# apu_playback_scheduler

Figure 1. Local utilization (apu_playback_scheduler).
The die is cut into 15 by 15 equal tiles; white is low, dark blue is high, 0 to 100% covered.
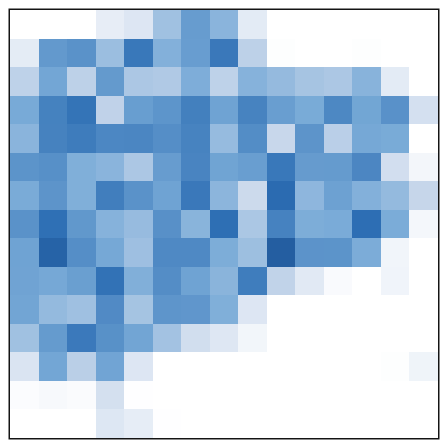

$ cat src/rtl/apu_playback_scheduler.sv
// Round-robin front end for a single apu: grants one of two playback requests,
// programs the apu window, fires it, services lookahead and tracks playback end.
module apu_playback_scheduler #(
    parameter int          ADDR_W  = 10,
    parameter int          TONE_W  = 4,
    parameter logic [31:0] TIMEOUT = 32'd4096
) (
    input  logic              clk,
    input  logic              reset,
    input  logic [1:0]        req_valid,
    input  logic [ADDR_W-1:0] req_start_a,
    input  logic [ADDR_W-1:0] req_end_a,
    input  logic [ADDR_W-1:0] req_start_b,
    input  logic [ADDR_W-1:0] req_end_b,
    output logic [1:0]        req_ready,
    input  logic              stop,
    output logic [ADDR_W-1:0] apu_start_addr,
    output logic [ADDR_W-1:0] apu_end_addr,
    output logic              apu_send_oneshot,
    input  logic              apu_note_clk,
    input  logic              apu_lookahead_ready,
    input  logic [TONE_W-1:0] apu_lookahead_tone,
    output logic              apu_acknowledge_lookahead,
    output logic [TONE_W-1:0] next_tone,
    output logic              next_tone_valid,
    output logic              busy,
    output logic              done,
    output logic              done_id,
    output logic              aborted,
    output logic              err
);

    typedef enum logic [2:0] {IDLE, LOAD, FIRE, PLAY, DONE} state_t;

    state_t            state_q;
    logic              ptr_q;
    logic [ADDR_W-1:0] start_q, end_q, len_q, cnt_q;
    logic [31:0]       tmo_q;
    logic              note_q, armed_q;
    logic [1:0]        req_ready_q;
    logic [ADDR_W-1:0] apu_start_q, apu_end_q;
    logic              oneshot_q, ack_q, tone_vld_q;
    logic [TONE_W-1:0] tone_q;
    logic              busy_q, done_q, done_id_q, aborted_q, err_q;

    logic              gnt_d;
    logic [ADDR_W-1:0] sel_start_d, sel_end_d, cnt_d;
    logic              note_edge_d, last_note_d, tmo_hit_d;

    assign gnt_d       = req_valid[ptr_q] ? ptr_q : ~ptr_q;
    assign sel_start_d = gnt_d ? req_start_b : req_start_a;
    assign sel_end_d   = gnt_d ? req_end_b   : req_end_a;
    assign cnt_d       = cnt_q + ADDR_W'(1);
    assign note_edge_d = apu_note_clk & ~note_q;
    assign last_note_d = note_edge_d && (cnt_d == len_q);
    assign tmo_hit_d   = (tmo_q == TIMEOUT - 32'd1);

    always_ff @(posedge clk or negedge reset) begin
        if (!reset) begin
            state_q     <= IDLE;
            ptr_q       <= 1'b0;
            start_q     <= '0;
            end_q       <= '0;
            len_q       <= '0;
            cnt_q       <= '0;
            tmo_q       <= '0;
            note_q      <= 1'b0;
            armed_q     <= 1'b1;
            req_ready_q <= '0;
            apu_start_q <= '0;
            apu_end_q   <= '0;
            oneshot_q   <= 1'b0;
            ack_q       <= 1'b0;
            tone_q      <= '0;
            tone_vld_q  <= 1'b0;
            busy_q      <= 1'b0;
            done_q      <= 1'b0;
            done_id_q   <= 1'b0;
            aborted_q   <= 1'b0;
            err_q       <= 1'b0;
        end else begin
            note_q      <= apu_note_clk;
            req_ready_q <= '0;
            oneshot_q   <= 1'b0;
            ack_q       <= 1'b0;
            done_q      <= 1'b0;
            aborted_q   <= 1'b0;
            err_q       <= 1'b0;
            if (!apu_lookahead_ready)
                armed_q <= 1'b1;

            case (state_q)
                IDLE: begin
                    // req_ready is registered, so the requester still shows valid in the
                    // cycle its ready is visible; skip that cycle to avoid a double grant.
                    if (req_valid != 2'b00 && req_ready_q == 2'b00) begin
                        req_ready_q <= gnt_d ? 2'b10 : 2'b01;
                        ptr_q       <= ~gnt_d;
                        if (sel_start_d >= sel_end_d) begin
                            err_q <= 1'b1;
                        end else begin
                            start_q   <= sel_start_d;
                            end_q     <= sel_end_d;
                            len_q     <= sel_end_d - sel_start_d;
                            done_id_q <= gnt_d;
                            busy_q    <= 1'b1;
                            state_q   <= LOAD;
                        end
                    end
                end
                LOAD: begin
                    apu_start_q <= start_q;
                    apu_end_q   <= end_q;
                    state_q     <= FIRE;
                end
                FIRE: begin
                    oneshot_q  <= 1'b1;
                    cnt_q      <= '0;
                    tmo_q      <= '0;
                    tone_vld_q <= 1'b0;
                    state_q    <= PLAY;
                end
                PLAY: begin
                    if (apu_lookahead_ready && armed_q) begin
                        ack_q      <= 1'b1;
                        tone_q     <= apu_lookahead_tone;
                        tone_vld_q <= 1'b1;
                        armed_q    <= 1'b0;
                    end
                    // Final note beats a same-cycle stop or timeout.
                    if (last_note_d) begin
                        cnt_q   <= cnt_d;
                        done_q  <= 1'b1;
                        state_q <= DONE;
                    end else if (stop) begin
                        done_q    <= 1'b1;
                        aborted_q <= 1'b1;
                        state_q   <= DONE;
                    end else if (note_edge_d) begin
                        cnt_q <= cnt_d;
                        tmo_q <= '0;
                    end else if (tmo_hit_d) begin
                        err_q     <= 1'b1;
                        done_q    <= 1'b1;
                        aborted_q <= 1'b1;
                        state_q   <= DONE;
                    end else begin
                        tmo_q <= tmo_q + 32'd1;
                    end
                end
                DONE: begin
                    busy_q  <= 1'b0;
                    state_q <= IDLE;
                end
                default: state_q <= IDLE;
            endcase
        end
    end

    assign req_ready                 = req_ready_q;
    assign apu_start_addr            = apu_start_q;
    assign apu_end_addr              = apu_end_q;
    assign apu_send_oneshot          = oneshot_q;
    assign apu_acknowledge_lookahead = ack_q;
    assign next_tone                 = tone_q;
    assign next_tone_valid           = tone_vld_q;
    assign busy                      = busy_q;
    assign done                      = done_q;
    assign done_id                   = done_id_q;
    assign aborted                   = aborted_q;
    assign err                       = err_q;

endmodule

$ cat config.mk
export PLATFORM = sky130hd
export DESIGN_NAME = apu_playback_scheduler
export DESIGN_NICKNAME = d
export VERILOG_FILES = /design/src/rtl/apu_playback_scheduler.sv
export SDC_FILE = /design/constraint.sdc
export NUM_CORES = 1
export LEC_CHECK = 0
export CAP_MARGIN = 20
export CORE_MARGIN = 2
export CORE_UTILIZATION = 30
export CTS_BUF_LIST = sky130_fd_sc_hd__clkbuf_2
export DETAILED_ROUTE_END_ITERATION = 10
export SYNTH_ARGS = -nofsm -noshare
export SYNTH_HDL_FRONTEND = slang
export SYNTH_SLANG_ARGS = --single-unit
export TNS_END_PERCENT = 20
$ cat constraint.sdc
create_clock -name clk -period 6.23 [get_ports clk]
set_clock_uncertainty 0.2 [all_clocks]
set_input_delay 1.246 -clock clk [delete_from_list [all_inputs] [get_ports clk]]
set_output_delay 1.246 -clock clk [all_outputs]
set_load 0.005 [all_outputs]
# muldiv_unit

File: src/rtl/muldiv_pkg.sv
// muldiv_pkg: shared opcode/state types and operand-sign helpers for muldiv_unit.
`default_nettype none

package muldiv_pkg;

  typedef enum logic [2:0] {
    OP_MUL    = 3'd0,
    OP_MULH   = 3'd1,
    OP_MULHSU = 3'd2,
    OP_MULHU  = 3'd3,
    OP_DIV    = 3'd4,
    OP_DIVU   = 3'd5,
    OP_REM    = 3'd6,
    OP_REMU   = 3'd7
  } muldiv_op_e;

  typedef enum logic [1:0] {
    ST_IDLE  = 2'd0,
    ST_BUSY  = 2'd1,
    ST_FIXUP = 2'd2,
    ST_DONE  = 2'd3
  } muldiv_state_e;

  function automatic logic is_signed_a(muldiv_op_e op);
    return (op == OP_MULH) || (op == OP_MULHSU) || (op == OP_DIV) || (op == OP_REM);
  endfunction

  function automatic logic is_signed_b(muldiv_op_e op);
    return (op == OP_MULH) || (op == OP_DIV) || (op == OP_REM);
  endfunction

endpackage

`default_nettype wire

File: src/rtl/muldiv_seq_core.sv
// muldiv_seq_core: shared 2*XLEN shift register, adder/subtractor and iteration
// counter for shift-add multiply and restoring radix-2 divide on magnitudes.
`default_nettype none

module muldiv_seq_core #(
  parameter int XLEN = 32
) (
  input  logic              clk_i,
  input  logic              rst_ni,
  input  logic              load,
  input  logic              clear,
  input  logic              step,
  input  logic              is_div,
  input  logic [XLEN-1:0]   a_mag,
  input  logic [XLEN-1:0]   b_mag,
  output logic [2*XLEN-1:0] acc,
  output logic              last
);

  localparam int CNT_W = $clog2(XLEN + 1);

  logic [XLEN-1:0]   operand;
  logic              div_mode;
  logic [CNT_W-1:0]  count;

  logic [XLEN-1:0]   upper;
  logic [XLEN:0]     shifted_rem;
  logic [XLEN:0]     lhs;
  logic [XLEN:0]     addend;
  logic [XLEN:0]     sum;
  logic [2*XLEN-1:0] next_acc;

  assign upper       = acc[2*XLEN-1:XLEN];
  assign shifted_rem = acc[2*XLEN-1:XLEN-1];

  // One adder serves both: upper+multiplicand for mul, shifted_rem-divisor for div.
  assign lhs    = div_mode ? shifted_rem : {1'b0, upper};
  assign addend = div_mode ? ~{1'b0, operand} : {1'b0, operand};
  assign sum    = lhs + addend + {{XLEN{1'b0}}, div_mode};

  always_comb begin
    next_acc = acc;
    if (div_mode) begin
      if (!sum[XLEN])
        next_acc = {sum[XLEN-1:0], acc[XLEN-2:0], 1'b1};
      else
        next_acc = {shifted_rem[XLEN-1:0], acc[XLEN-2:0], 1'b0};
    end else begin
      if (acc[0])
        next_acc = {sum, acc[XLEN-1:1]};
      else
        next_acc = {1'b0, upper, acc[XLEN-1:1]};
    end
  end

  assign last = (count == CNT_W'(XLEN - 1));

  always_ff @(posedge clk_i or negedge rst_ni) begin
    if (!rst_ni) begin
      acc      <= '0;
      operand  <= '0;
      div_mode <= 1'b0;
      count    <= '0;
    end else if (load) begin
      acc      <= {{XLEN{1'b0}}, a_mag};
      operand  <= b_mag;
      div_mode <= is_div;
      count    <= '0;
    end else if (clear) begin
      count    <= '0;
    end else if (step) begin
      acc      <= next_acc;
      count    <= count + CNT_W'(1);
    end
  end

endmodule

`default_nettype wire

File: src/rtl/muldiv_unit.sv
// muldiv_unit: RV32M/RV64M iterative multiply/divide with valid/ready handshakes.
// Define MULDIV_FAST_MUL_EN for a single-cycle multiplier; divide always iterates.
`default_nettype none

module muldiv_unit
  import muldiv_pkg::*;
#(
  parameter int XLEN  = 32,
  parameter int TAG_W = 5
) (
  input  logic             clk_i,
  input  logic             rst_ni,
  input  logic             flush_i,
  input  logic             req_valid_i,
  output logic             req_ready_o,
  input  logic [2:0]       req_op_i,
  input  logic [XLEN-1:0]  req_a_i,
  input  logic [XLEN-1:0]  req_b_i,
  input  logic [TAG_W-1:0] req_tag_i,
  output logic             resp_valid_o,
  input  logic             resp_ready_i,
  output logic [XLEN-1:0]  resp_data_o,
  output logic [TAG_W-1:0] resp_tag_o
);

  muldiv_state_e     state;
  muldiv_op_e        op;
  logic [TAG_W-1:0]  tag;
  logic              neg_q;
  logic              neg_r;
  logic [XLEN-1:0]   pending;

  muldiv_op_e        op_in;
  logic              accept;
  logic              div_op;
  logic              neg_a;
  logic              neg_b;
  logic [XLEN-1:0]   a_mag;
  logic [XLEN-1:0]   b_mag;
  logic              div_zero;
  logic              overflow;
  logic              special;
  logic [XLEN-1:0]   special_res;
  logic [2*XLEN-1:0] acc;
  logic              last;
  logic [2*XLEN-1:0] prod_fix;
  logic [XLEN-1:0]   quo_fix;
  logic [XLEN-1:0]   rem_fix;
  logic [XLEN-1:0]   fix_res;

  assign op_in  = muldiv_op_e'(req_op_i);
  assign accept = req_valid_i & req_ready_o & ~flush_i;
  assign div_op = req_op_i[2];

  assign neg_a = is_signed_a(op_in) & req_a_i[XLEN-1];
  assign neg_b = is_signed_b(op_in) & req_b_i[XLEN-1];
  assign a_mag = neg_a ? -req_a_i : req_a_i;
  assign b_mag = neg_b ? -req_b_i : req_b_i;

  assign div_zero = div_op & (req_b_i == '0);
  assign overflow = ((op_in == OP_DIV) || (op_in == OP_REM))
                  & (req_a_i == {1'b1, {(XLEN-1){1'b0}}})
                  & (req_b_i == '1);
  assign special  = div_zero | overflow;

  // funct3 bit 1 separates REM/REMU from DIV/DIVU.
  always_comb begin
    special_res = '0;
    if (div_zero)
      special_res = req_op_i[1] ? req_a_i : '1;
    else if (overflow)
      special_res = req_op_i[1] ? '0 : req_a_i;
  end

`ifdef MULDIV_FAST_MUL_EN
  logic [2*XLEN-1:0] fast_prod;
  logic [XLEN-1:0]   fast_res;
  logic              sx_a;
  logic              sx_b;

  assign sx_a      = is_signed_a(op_in) & req_a_i[XLEN-1];
  assign sx_b      = is_signed_b(op_in) & req_b_i[XLEN-1];
  assign fast_prod = {{XLEN{sx_a}}, req_a_i} * {{XLEN{sx_b}}, req_b_i};
  assign fast_res  = (op_in == OP_MUL) ? fast_prod[XLEN-1:0] : fast_prod[2*XLEN-1:XLEN];
`endif

  muldiv_seq_core #(
    .XLEN (XLEN)
  ) u_core (
    .clk_i  (clk_i),
    .rst_ni (rst_ni),
    .load   (accept),
    .clear  (flush_i),
    .step   ((state == ST_BUSY) & ~flush_i),
    .is_div (div_op),
    .a_mag  (a_mag),
    .b_mag  (b_mag),
    .acc    (acc),
    .last   (last)
  );

  assign prod_fix = neg_q ? -acc : acc;
  assign quo_fix  = neg_q ? -acc[XLEN-1:0] : acc[XLEN-1:0];
  assign rem_fix  = neg_r ? -acc[2*XLEN-1:XLEN] : acc[2*XLEN-1:XLEN];

  always_comb begin
    fix_res = '0;
    case (op)
      OP_MUL:           fix_res = prod_fix[XLEN-1:0];
      OP_DIV, OP_DIVU:  fix_res = quo_fix;
      OP_REM, OP_REMU:  fix_res = rem_fix;
      default:          fix_res = prod_fix[2*XLEN-1:XLEN];
    endcase
  end

  always_ff @(posedge clk_i or negedge rst_ni) begin
    if (!rst_ni) begin
      state        <= ST_IDLE;
      req_ready_o  <= 1'b1;
      resp_valid_o <= 1'b0;
      resp_data_o  <= '0;
      resp_tag_o   <= '0;
      op           <= OP_MUL;
      tag          <= '0;
      neg_q        <= 1'b0;
      neg_r        <= 1'b0;
      pending      <= '0;
    end else if (flush_i) begin
      state        <= ST_IDLE;
      req_ready_o  <= 1'b1;
      resp_valid_o <= 1'b0;
    end else begin
      case (state)
        ST_IDLE: begin
          if (accept) begin
            req_ready_o <= 1'b0;
            op          <= op_in;
            tag         <= req_tag_i;
            neg_q       <= neg_a ^ neg_b;
            neg_r       <= neg_a;
            if (special) begin
              pending <= special_res;
              state   <= ST_DONE;
`ifdef MULDIV_FAST_MUL_EN
            end else if (!div_op) begin
              pending <= fast_res;
              state   <= ST_DONE;
`endif
            end else begin
              state   <= ST_BUSY;
            end
          end
        end
        ST_BUSY: begin
          if (last)
            state <= ST_FIXUP;
        end
        ST_FIXUP: begin
          resp_data_o  <= fix_res;
          resp_tag_o   <= tag;
          resp_valid_o <= 1'b1;
          state        <= ST_DONE;
        end
        ST_DONE: begin
          // Direct entries from IDLE publish the pending result one edge later.
          if (!resp_valid_o) begin
            resp_data_o  <= pending;
            resp_tag_o   <= tag;
            resp_valid_o <= 1'b1;
          end else if (resp_ready_i) begin
            resp_valid_o <= 1'b0;
            req_ready_o  <= 1'b1;
            state        <= ST_IDLE;
          end
        end
        default: state <= ST_IDLE;
      endcase
    end
  end

endmodule

`default_nettype wire

File: config.mk
export PLATFORM = sky130hd
export DESIGN_NAME = muldiv_unit
export DESIGN_NICKNAME = d
export VERILOG_FILES = /design/src/rtl/muldiv_pkg.sv /design/src/rtl/muldiv_seq_core.sv /design/src/rtl/muldiv_unit.sv
export SDC_FILE = /design/constraint.sdc
export NUM_CORES = 1
export LEC_CHECK = 0
export ABC_AREA = 1
export CAP_MARGIN = 20
export CORE_ASPECT_RATIO = 0.7
export CORE_MARGIN = 1.5
export CORE_UTILIZATION = 40
export DETAILED_ROUTE_END_ITERATION = 7
export PLACE_DENSITY = 0.66
export SETUP_SLACK_MARGIN = 0.05
export SLEW_MARGIN = 20
export SYNTH_ARGS = -nofsm -noshare
export SYNTH_HDL_FRONTEND = slang
export SYNTH_SLANG_ARGS = --single-unit
File: constraint.sdc
create_clock -name clk_i -period 7.2 [get_ports clk_i]
set_input_delay 1.08 -clock clk_i [delete_from_list [all_inputs] [get_ports clk_i]]
set_output_delay 1.08 -clock clk_i [all_outputs]
set_load 0.01 [all_outputs]
Figure 2. Placed standard cells (apu_playback_scheduler).
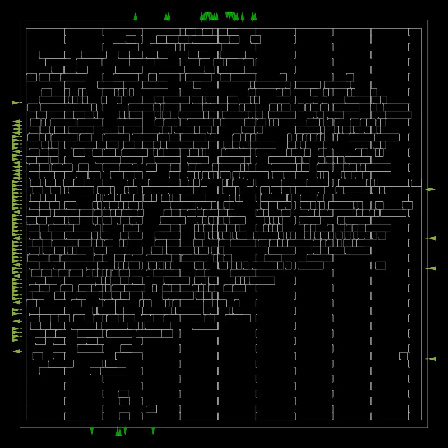
seq_cells: 112
row count: 52

Figure 3. Sequential cells colored by netlist name (apu_playback_scheduler).
Other sequential cells in the stronger gray, the rest of the logic in the fainter gray.
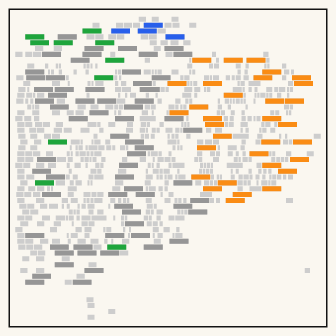
netlist name	color	flops
next_tone	blue	4
tmo_q	orange	32
apu_start_addr	green	10

Notes on Figure 1 above:
tiles over 75% full	1.3%
emptiest ninth of the die	lower right
nearly empty tiles	29%
mean over tiles	33%
fullest tile	81%

==> flow_summary.toml, apu_playback_scheduler <==
# implementation run metrics
[synth]
ys_sh_mux = 0.113
syn_avg_cell_area_um2 = 9.98
synthCells = 616
most_common_cell = "dfrtp_1"
yosys_warnings = 0
top_area_frac = 0.452
yosysTopAreaCell = "dfrtp_1"

[global_routing]
met1_usage = 0.197
grtUsageMet2 = 0.235

[power]
p_seq_uw = 1080

[floorplanning]
well_tap_count = 270

[finish]
clk_share = 0.0176
largest_reg_flops = 32

[run_status]
status = "completed"

[routing]
wl_met2_um = 7000
wirelength_um = 15100

[placed_design]
portBuffers = 84

[final_timing]
fin_hold_ws_ns = 0.282
finalHoldViolCount = 0
Figure 4. The metal 1 layer (muldiv_unit).
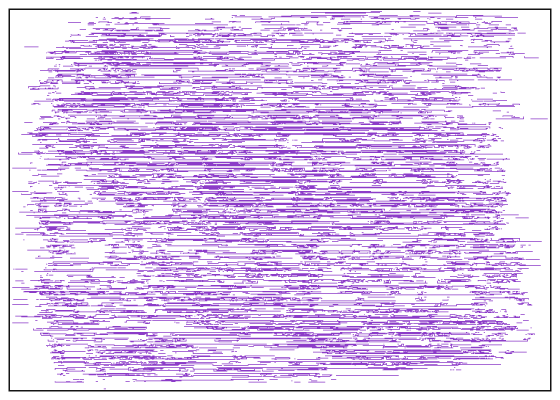
wire length on this layer	34.9 mm
main direction	horizontal
nets with wire on the layer	2734
longest straight run	96.6 um

Figure 5. Placed standard cells (muldiv_unit).
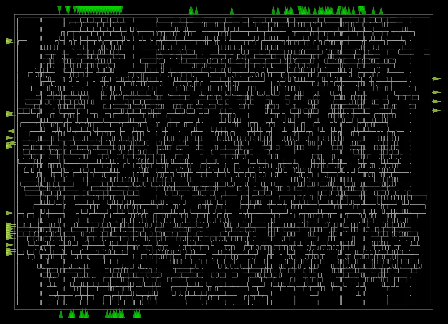
final core occ: 0.453
fillers: 4463
row count: 63

==> flow_summary.toml, muldiv_unit <==
# implementation run metrics
[synth]
synthAoiAreaFrac = 0.169
top_area_frac = 0.270
synth_top_flop_cell = "dfrtp_1"
top_cells_by_area = "dfrtp_1, nand2_1, o21ai_0"
syn_avg_cell_area_um2 = 6.11
yosys-stat-area_um2 = 17100
ys_sh_mux = 0

[routing]
wl_met2_um = 27800
ant_nets = 0
wirelength_um = 73800
vias = 19393
route.detailed.drc = 0
wl_per_cell_um = 21.8

[power]
vdd_drop_max_mv = 0.235
swShare = 0.601
p_switching_uw = 6290
p_seq_uw = 2070
p_clk_uw = 995

[worst_setup_path]
required_ns = 7.57
path_cells = "buf_4 > o21ai_0 > ha_1 > a21oi_1 > inv_1 > nor2_1 > o21ai_0 > o21ai_0 > nand3b_1 > nand3_1 > nand2_1 > nand3_1 > nand2_1"
cp-start-kind = "register"
cp-endpoint = "u_core.acc[56]$_DFFE_PN0P_"
crit_fanout = 104
rr_startpoint = "u_core.div_mode$_DFFE_PN0P_"
cp.depth = 13
cp_top_family = "AND-OR/OR-AND gates"

[floorplanning]
core-area_um2 = 42300

[final_timing]
setup_violations = 0
finalCriticalPeriod_ns = 4.09
rsz0062_at_grt = "false"
finalWorstSetupSlack_ns = 3.11

[finish]
diodes = 0
final_cell_area_um2 = 19100
seq_share = 0.244
sh_comb_area = 0.572
layout_top_cell = "nand2_1"

[global_routing]
use_met3 = 0.132
top_usage_layer = "met1"
grtUsageMet2 = 0.429

[clocking]
htreeDepth = 4
post_cts_resized = 0

[run_status]
status = "completed"

[worst_hold_path]
hold_start = "resp_data_o[15]$_DFFE_PN0P_"

[run]
warning_count = 33

[placed_design]
dp.final_hpwl_um = 57900

# neuron_seq_nbits

**src/rtl/neuron_pkg.sv**
```systemverilog
// rtl/neuron_pkg.sv - shared types and arithmetic helpers for the sequential neuron
package neuron_pkg;

    typedef enum logic [1:0] {
        IDLE = 2'd0,
        ACC  = 2'd1,
        ACT  = 2'd2,
        DONE = 2'd3
    } state_t;

    localparam logic ACT_STEP = 1'b0;
    localparam logic ACT_RELU = 1'b1;

    // Add two sign-extended values and clamp to the signed range of acc_w bits.
    function automatic logic signed [63:0] sat_add(input logic signed [63:0] a,
                                                   input logic signed [63:0] b,
                                                   input int acc_w);
        logic signed [63:0] sum;
        logic signed [63:0] hi;
        logic signed [63:0] lo;
        sum = a + b;
        hi  = (64'sd1 <<< (acc_w - 1)) - 64'sd1;
        lo  = -hi - 64'sd1;
        if (sum > hi) return hi;
        if (sum < lo) return lo;
        return sum;
    endfunction

    // Clamp to [0, 2^(out_w-1)-1].
    function automatic logic signed [63:0] relu_clamp(input logic signed [63:0] acc,
                                                      input int out_w);
        logic signed [63:0] hi;
        hi = (64'sd1 <<< (out_w - 1)) - 64'sd1;
        if (acc < 64'sd0) return 64'sd0;
        if (acc > hi) return hi;
        return acc;
    endfunction

endpackage

```
**src/rtl/neuron_mac_unit.sv**
```systemverilog
// rtl/neuron_mac_unit.sv - signed multiply/accumulate datapath (NEURON_SAT_EN selects saturation)
import neuron_pkg::*;

module neuron_mac_unit #(
    parameter int WIDTH     = 8,
    parameter int ACC_WIDTH = 18
) (
    input  logic                        clk,
    input  logic                        rst,
    input  logic                        load,
    input  logic signed [WIDTH-1:0]     load_val,
    input  logic                        en,
    input  logic signed [WIDTH-1:0]     w,
    input  logic signed [WIDTH-1:0]     x,
    output logic signed [ACC_WIDTH-1:0] acc
);

    logic signed [2*WIDTH-1:0]   prod;
    logic signed [ACC_WIDTH-1:0] prod_ext;
    logic signed [ACC_WIDTH-1:0] acc_next;

    // Full-precision product, then sign-extended to the accumulator width.
    assign prod     = (2*WIDTH)'(w) * (2*WIDTH)'(x);
    assign prod_ext = ACC_WIDTH'(prod);

`ifdef NEURON_SAT_EN
    logic signed [63:0] full_sum;
    logic signed [63:0] sat_sum;
    logic               sat_seen;

    assign full_sum = 64'(acc) + 64'(prod_ext);
    assign sat_sum  = sat_add(64'(acc), 64'(prod_ext), ACC_WIDTH);
    assign acc_next = ACC_WIDTH'(sat_sum);

    // Sticky record that some update clipped; cleared when a new evaluation loads.
    always_ff @(posedge clk or negedge rst) begin
        if (!rst) begin
            sat_seen <= 1'b0;
        end else if (load) begin
            sat_seen <= 1'b0;
        end else if (en && (sat_sum != full_sum)) begin
            sat_seen <= 1'b1;
        end
    end
`else
    assign acc_next = acc + prod_ext;
`endif

    // Accumulator: bias preload on start, one product per accepted beat.
    always_ff @(posedge clk or negedge rst) begin
        if (!rst) begin
            acc <= '0;
        end else if (load) begin
            acc <= ACC_WIDTH'(load_val);
        end else if (en) begin
            acc <= acc_next;
        end
    end

endmodule

```
**src/rtl/neuron_seq_nbits.sv**
```systemverilog
// rtl/neuron_seq_nbits.sv - framed sequential neuron top; optional NEURON_SAT_EN saturating acc
import neuron_pkg::*;

module neuron_seq_nbits #(
    parameter int WIDTH     = 8,
    parameter int NUM_IN    = 4,
    parameter int ACC_WIDTH = 2*WIDTH + $clog2(NUM_IN)
) (
    input  logic                    clk,
    input  logic                    rst,
    input  logic                    start,
    input  logic signed [WIDTH-1:0] bias,
    input  logic                    act_sel,
    input  logic                    in_valid,
    output logic                    in_ready,
    input  logic signed [WIDTH-1:0] W,
    input  logic signed [WIDTH-1:0] X,
    output logic                    out_valid,
    input  logic                    out_ready,
    output logic signed [WIDTH-1:0] Out,
    output logic                    busy
);

    localparam int CNT_W = $clog2(NUM_IN + 1);

    state_t                      state;
    logic [CNT_W-1:0]            count;
    logic                        act_mode;
    logic signed [ACC_WIDTH-1:0] acc;
    logic                        load;
    logic                        beat;
    logic signed [WIDTH-1:0]     step_val;
    logic signed [WIDTH-1:0]     relu_val;

    assign load = (state == IDLE) && start;
    assign beat = in_valid && in_ready;

    neuron_mac_unit #(
        .WIDTH     (WIDTH),
        .ACC_WIDTH (ACC_WIDTH)
    ) u_mac (
        .clk      (clk),
        .rst      (rst),
        .load     (load),
        .load_val (bias),
        .en       (beat),
        .w        (W),
        .x        (X),
        .acc      (acc)
    );

    // Both activation candidates, selected in ACT by the mode latched at start.
    always_comb begin
        step_val = '0;
        relu_val = WIDTH'(relu_clamp(64'(acc), WIDTH));
        if (acc > 0) begin
            step_val = WIDTH'(1);
        end
    end

    // Control FSM with registered handshake, busy and result outputs.
    always_ff @(posedge clk or negedge rst) begin
        if (!rst) begin
            state     <= IDLE;
            count     <= '0;
            act_mode  <= ACT_STEP;
            Out       <= '0;
            out_valid <= 1'b0;
            in_ready  <= 1'b0;
            busy      <= 1'b0;
        end else begin
            case (state)
                IDLE: begin
                    if (start) begin
                        act_mode <= act_sel;
                        count    <= '0;
                        in_ready <= 1'b1;
                        busy     <= 1'b1;
                        state    <= ACC;
                    end
                end
                ACC: begin
                    if (beat) begin
                        count <= count + 1'b1;
                        if (count == CNT_W'(NUM_IN - 1)) begin
                            in_ready <= 1'b0;
                            state    <= ACT;
                        end
                    end
                end
                ACT: begin
                    Out       <= (act_mode == ACT_RELU) ? relu_val : step_val;
                    out_valid <= 1'b1;
                    state     <= DONE;
                end
                DONE: begin
                    if (out_ready) begin
                        out_valid <= 1'b0;
                        busy      <= 1'b0;
                        state     <= IDLE;
                    end
                end
                default: state <= IDLE;
            endcase
        end
    end

endmodule
```
**config.mk**
```make
export PLATFORM = sky130hd
export DESIGN_NAME = neuron_seq_nbits
export DESIGN_NICKNAME = d
export VERILOG_FILES = /design/src/rtl/neuron_pkg.sv /design/src/rtl/neuron_mac_unit.sv /design/src/rtl/neuron_seq_nbits.sv
export SDC_FILE = /design/constraint.sdc
export NUM_CORES = 1
export LEC_CHECK = 0
export CELL_PAD_IN_SITES_DETAIL_PLACEMENT = 1
export CELL_PAD_IN_SITES_GLOBAL_PLACEMENT = 1
export CORE_ASPECT_RATIO = 0.6
export CORE_UTILIZATION = 47
export DETAILED_ROUTE_END_ITERATION = 10
export GPL_ROUTABILITY_DRIVEN = 0
export PLACE_DENSITY_LB_ADDON = 0.1
export SLEW_MARGIN = 20
export SYNTH_ARGS = -nofsm -noshare
export SYNTH_HDL_FRONTEND = slang
export SYNTH_SLANG_ARGS = --single-unit
```
**constraint.sdc**
```tcl
create_clock -name clk -period 6.2 [get_ports clk]
set_input_delay 1.86 -clock clk [delete_from_list [all_inputs] [get_ports clk]]
set_output_delay 1.86 -clock clk [all_outputs]
set_load 0.01 [all_outputs]
```
Figure 6. The metal 2 layer (neuron_seq_nbits).
Cells faint in the background.
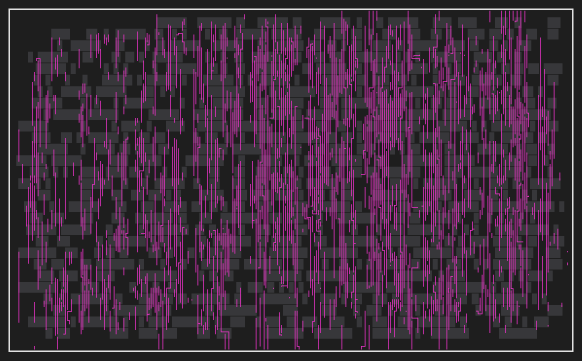
nets with wire on the layer	709
main direction	vertical
longest straight run	37.1 um
wire length on this layer	7210 um

==> flow_summary.toml <==
# implementation run metrics
[run_status]
status = "completed"

[global_routing]
grtUsageMet2 = 0.496

[worst_setup_path]
crit_fanout = 4
rr_startpoint = "u_mac.acc[6]$_DFFE_PN0P_"
r2r_end = "u_mac.acc[9]$_DFFE_PN0P_"
path_cells = "dlygate4sd2_1 > buf_4 > and2_4 > fa_1 > fa_1 > fa_1 > fa_1 > ha_4 > ha_4 > o21a_1 > o21a_1 > o22ai_4 > xor2_1 > a21oi_1 > or2_1"
critPathKind = "in -> reg"

[synth]
synthesis.area_um2 = 4830

[clocking]
htreeDepth = 2
clockBufferDepth = 2

[final_timing]
tightest_slew_ns = 0.837
finalClockSkew_ns = 0.00355

[finish]
final-seq-area_um2 = 876
area_share_nonclk_buffers = 0.137
final_cell_area_um2 = 6170
design.seq.count = 35

[worst_hold_path]
hold-path-endpoint = "Out[7]$_DFFE_PN0P_"
Figure 7. Sequential cells colored by netlist name (neuron_seq_nbits).
Other sequential cells in the stronger gray, the rest of the logic in the fainter gray.
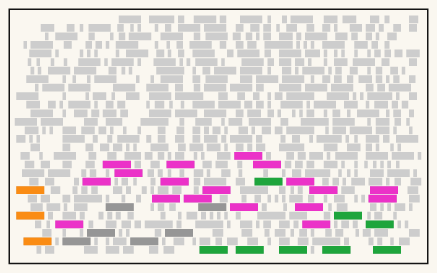
netlist name	color	flops
count	orange	3
Out	green	8
u_mac.acc	magenta	18


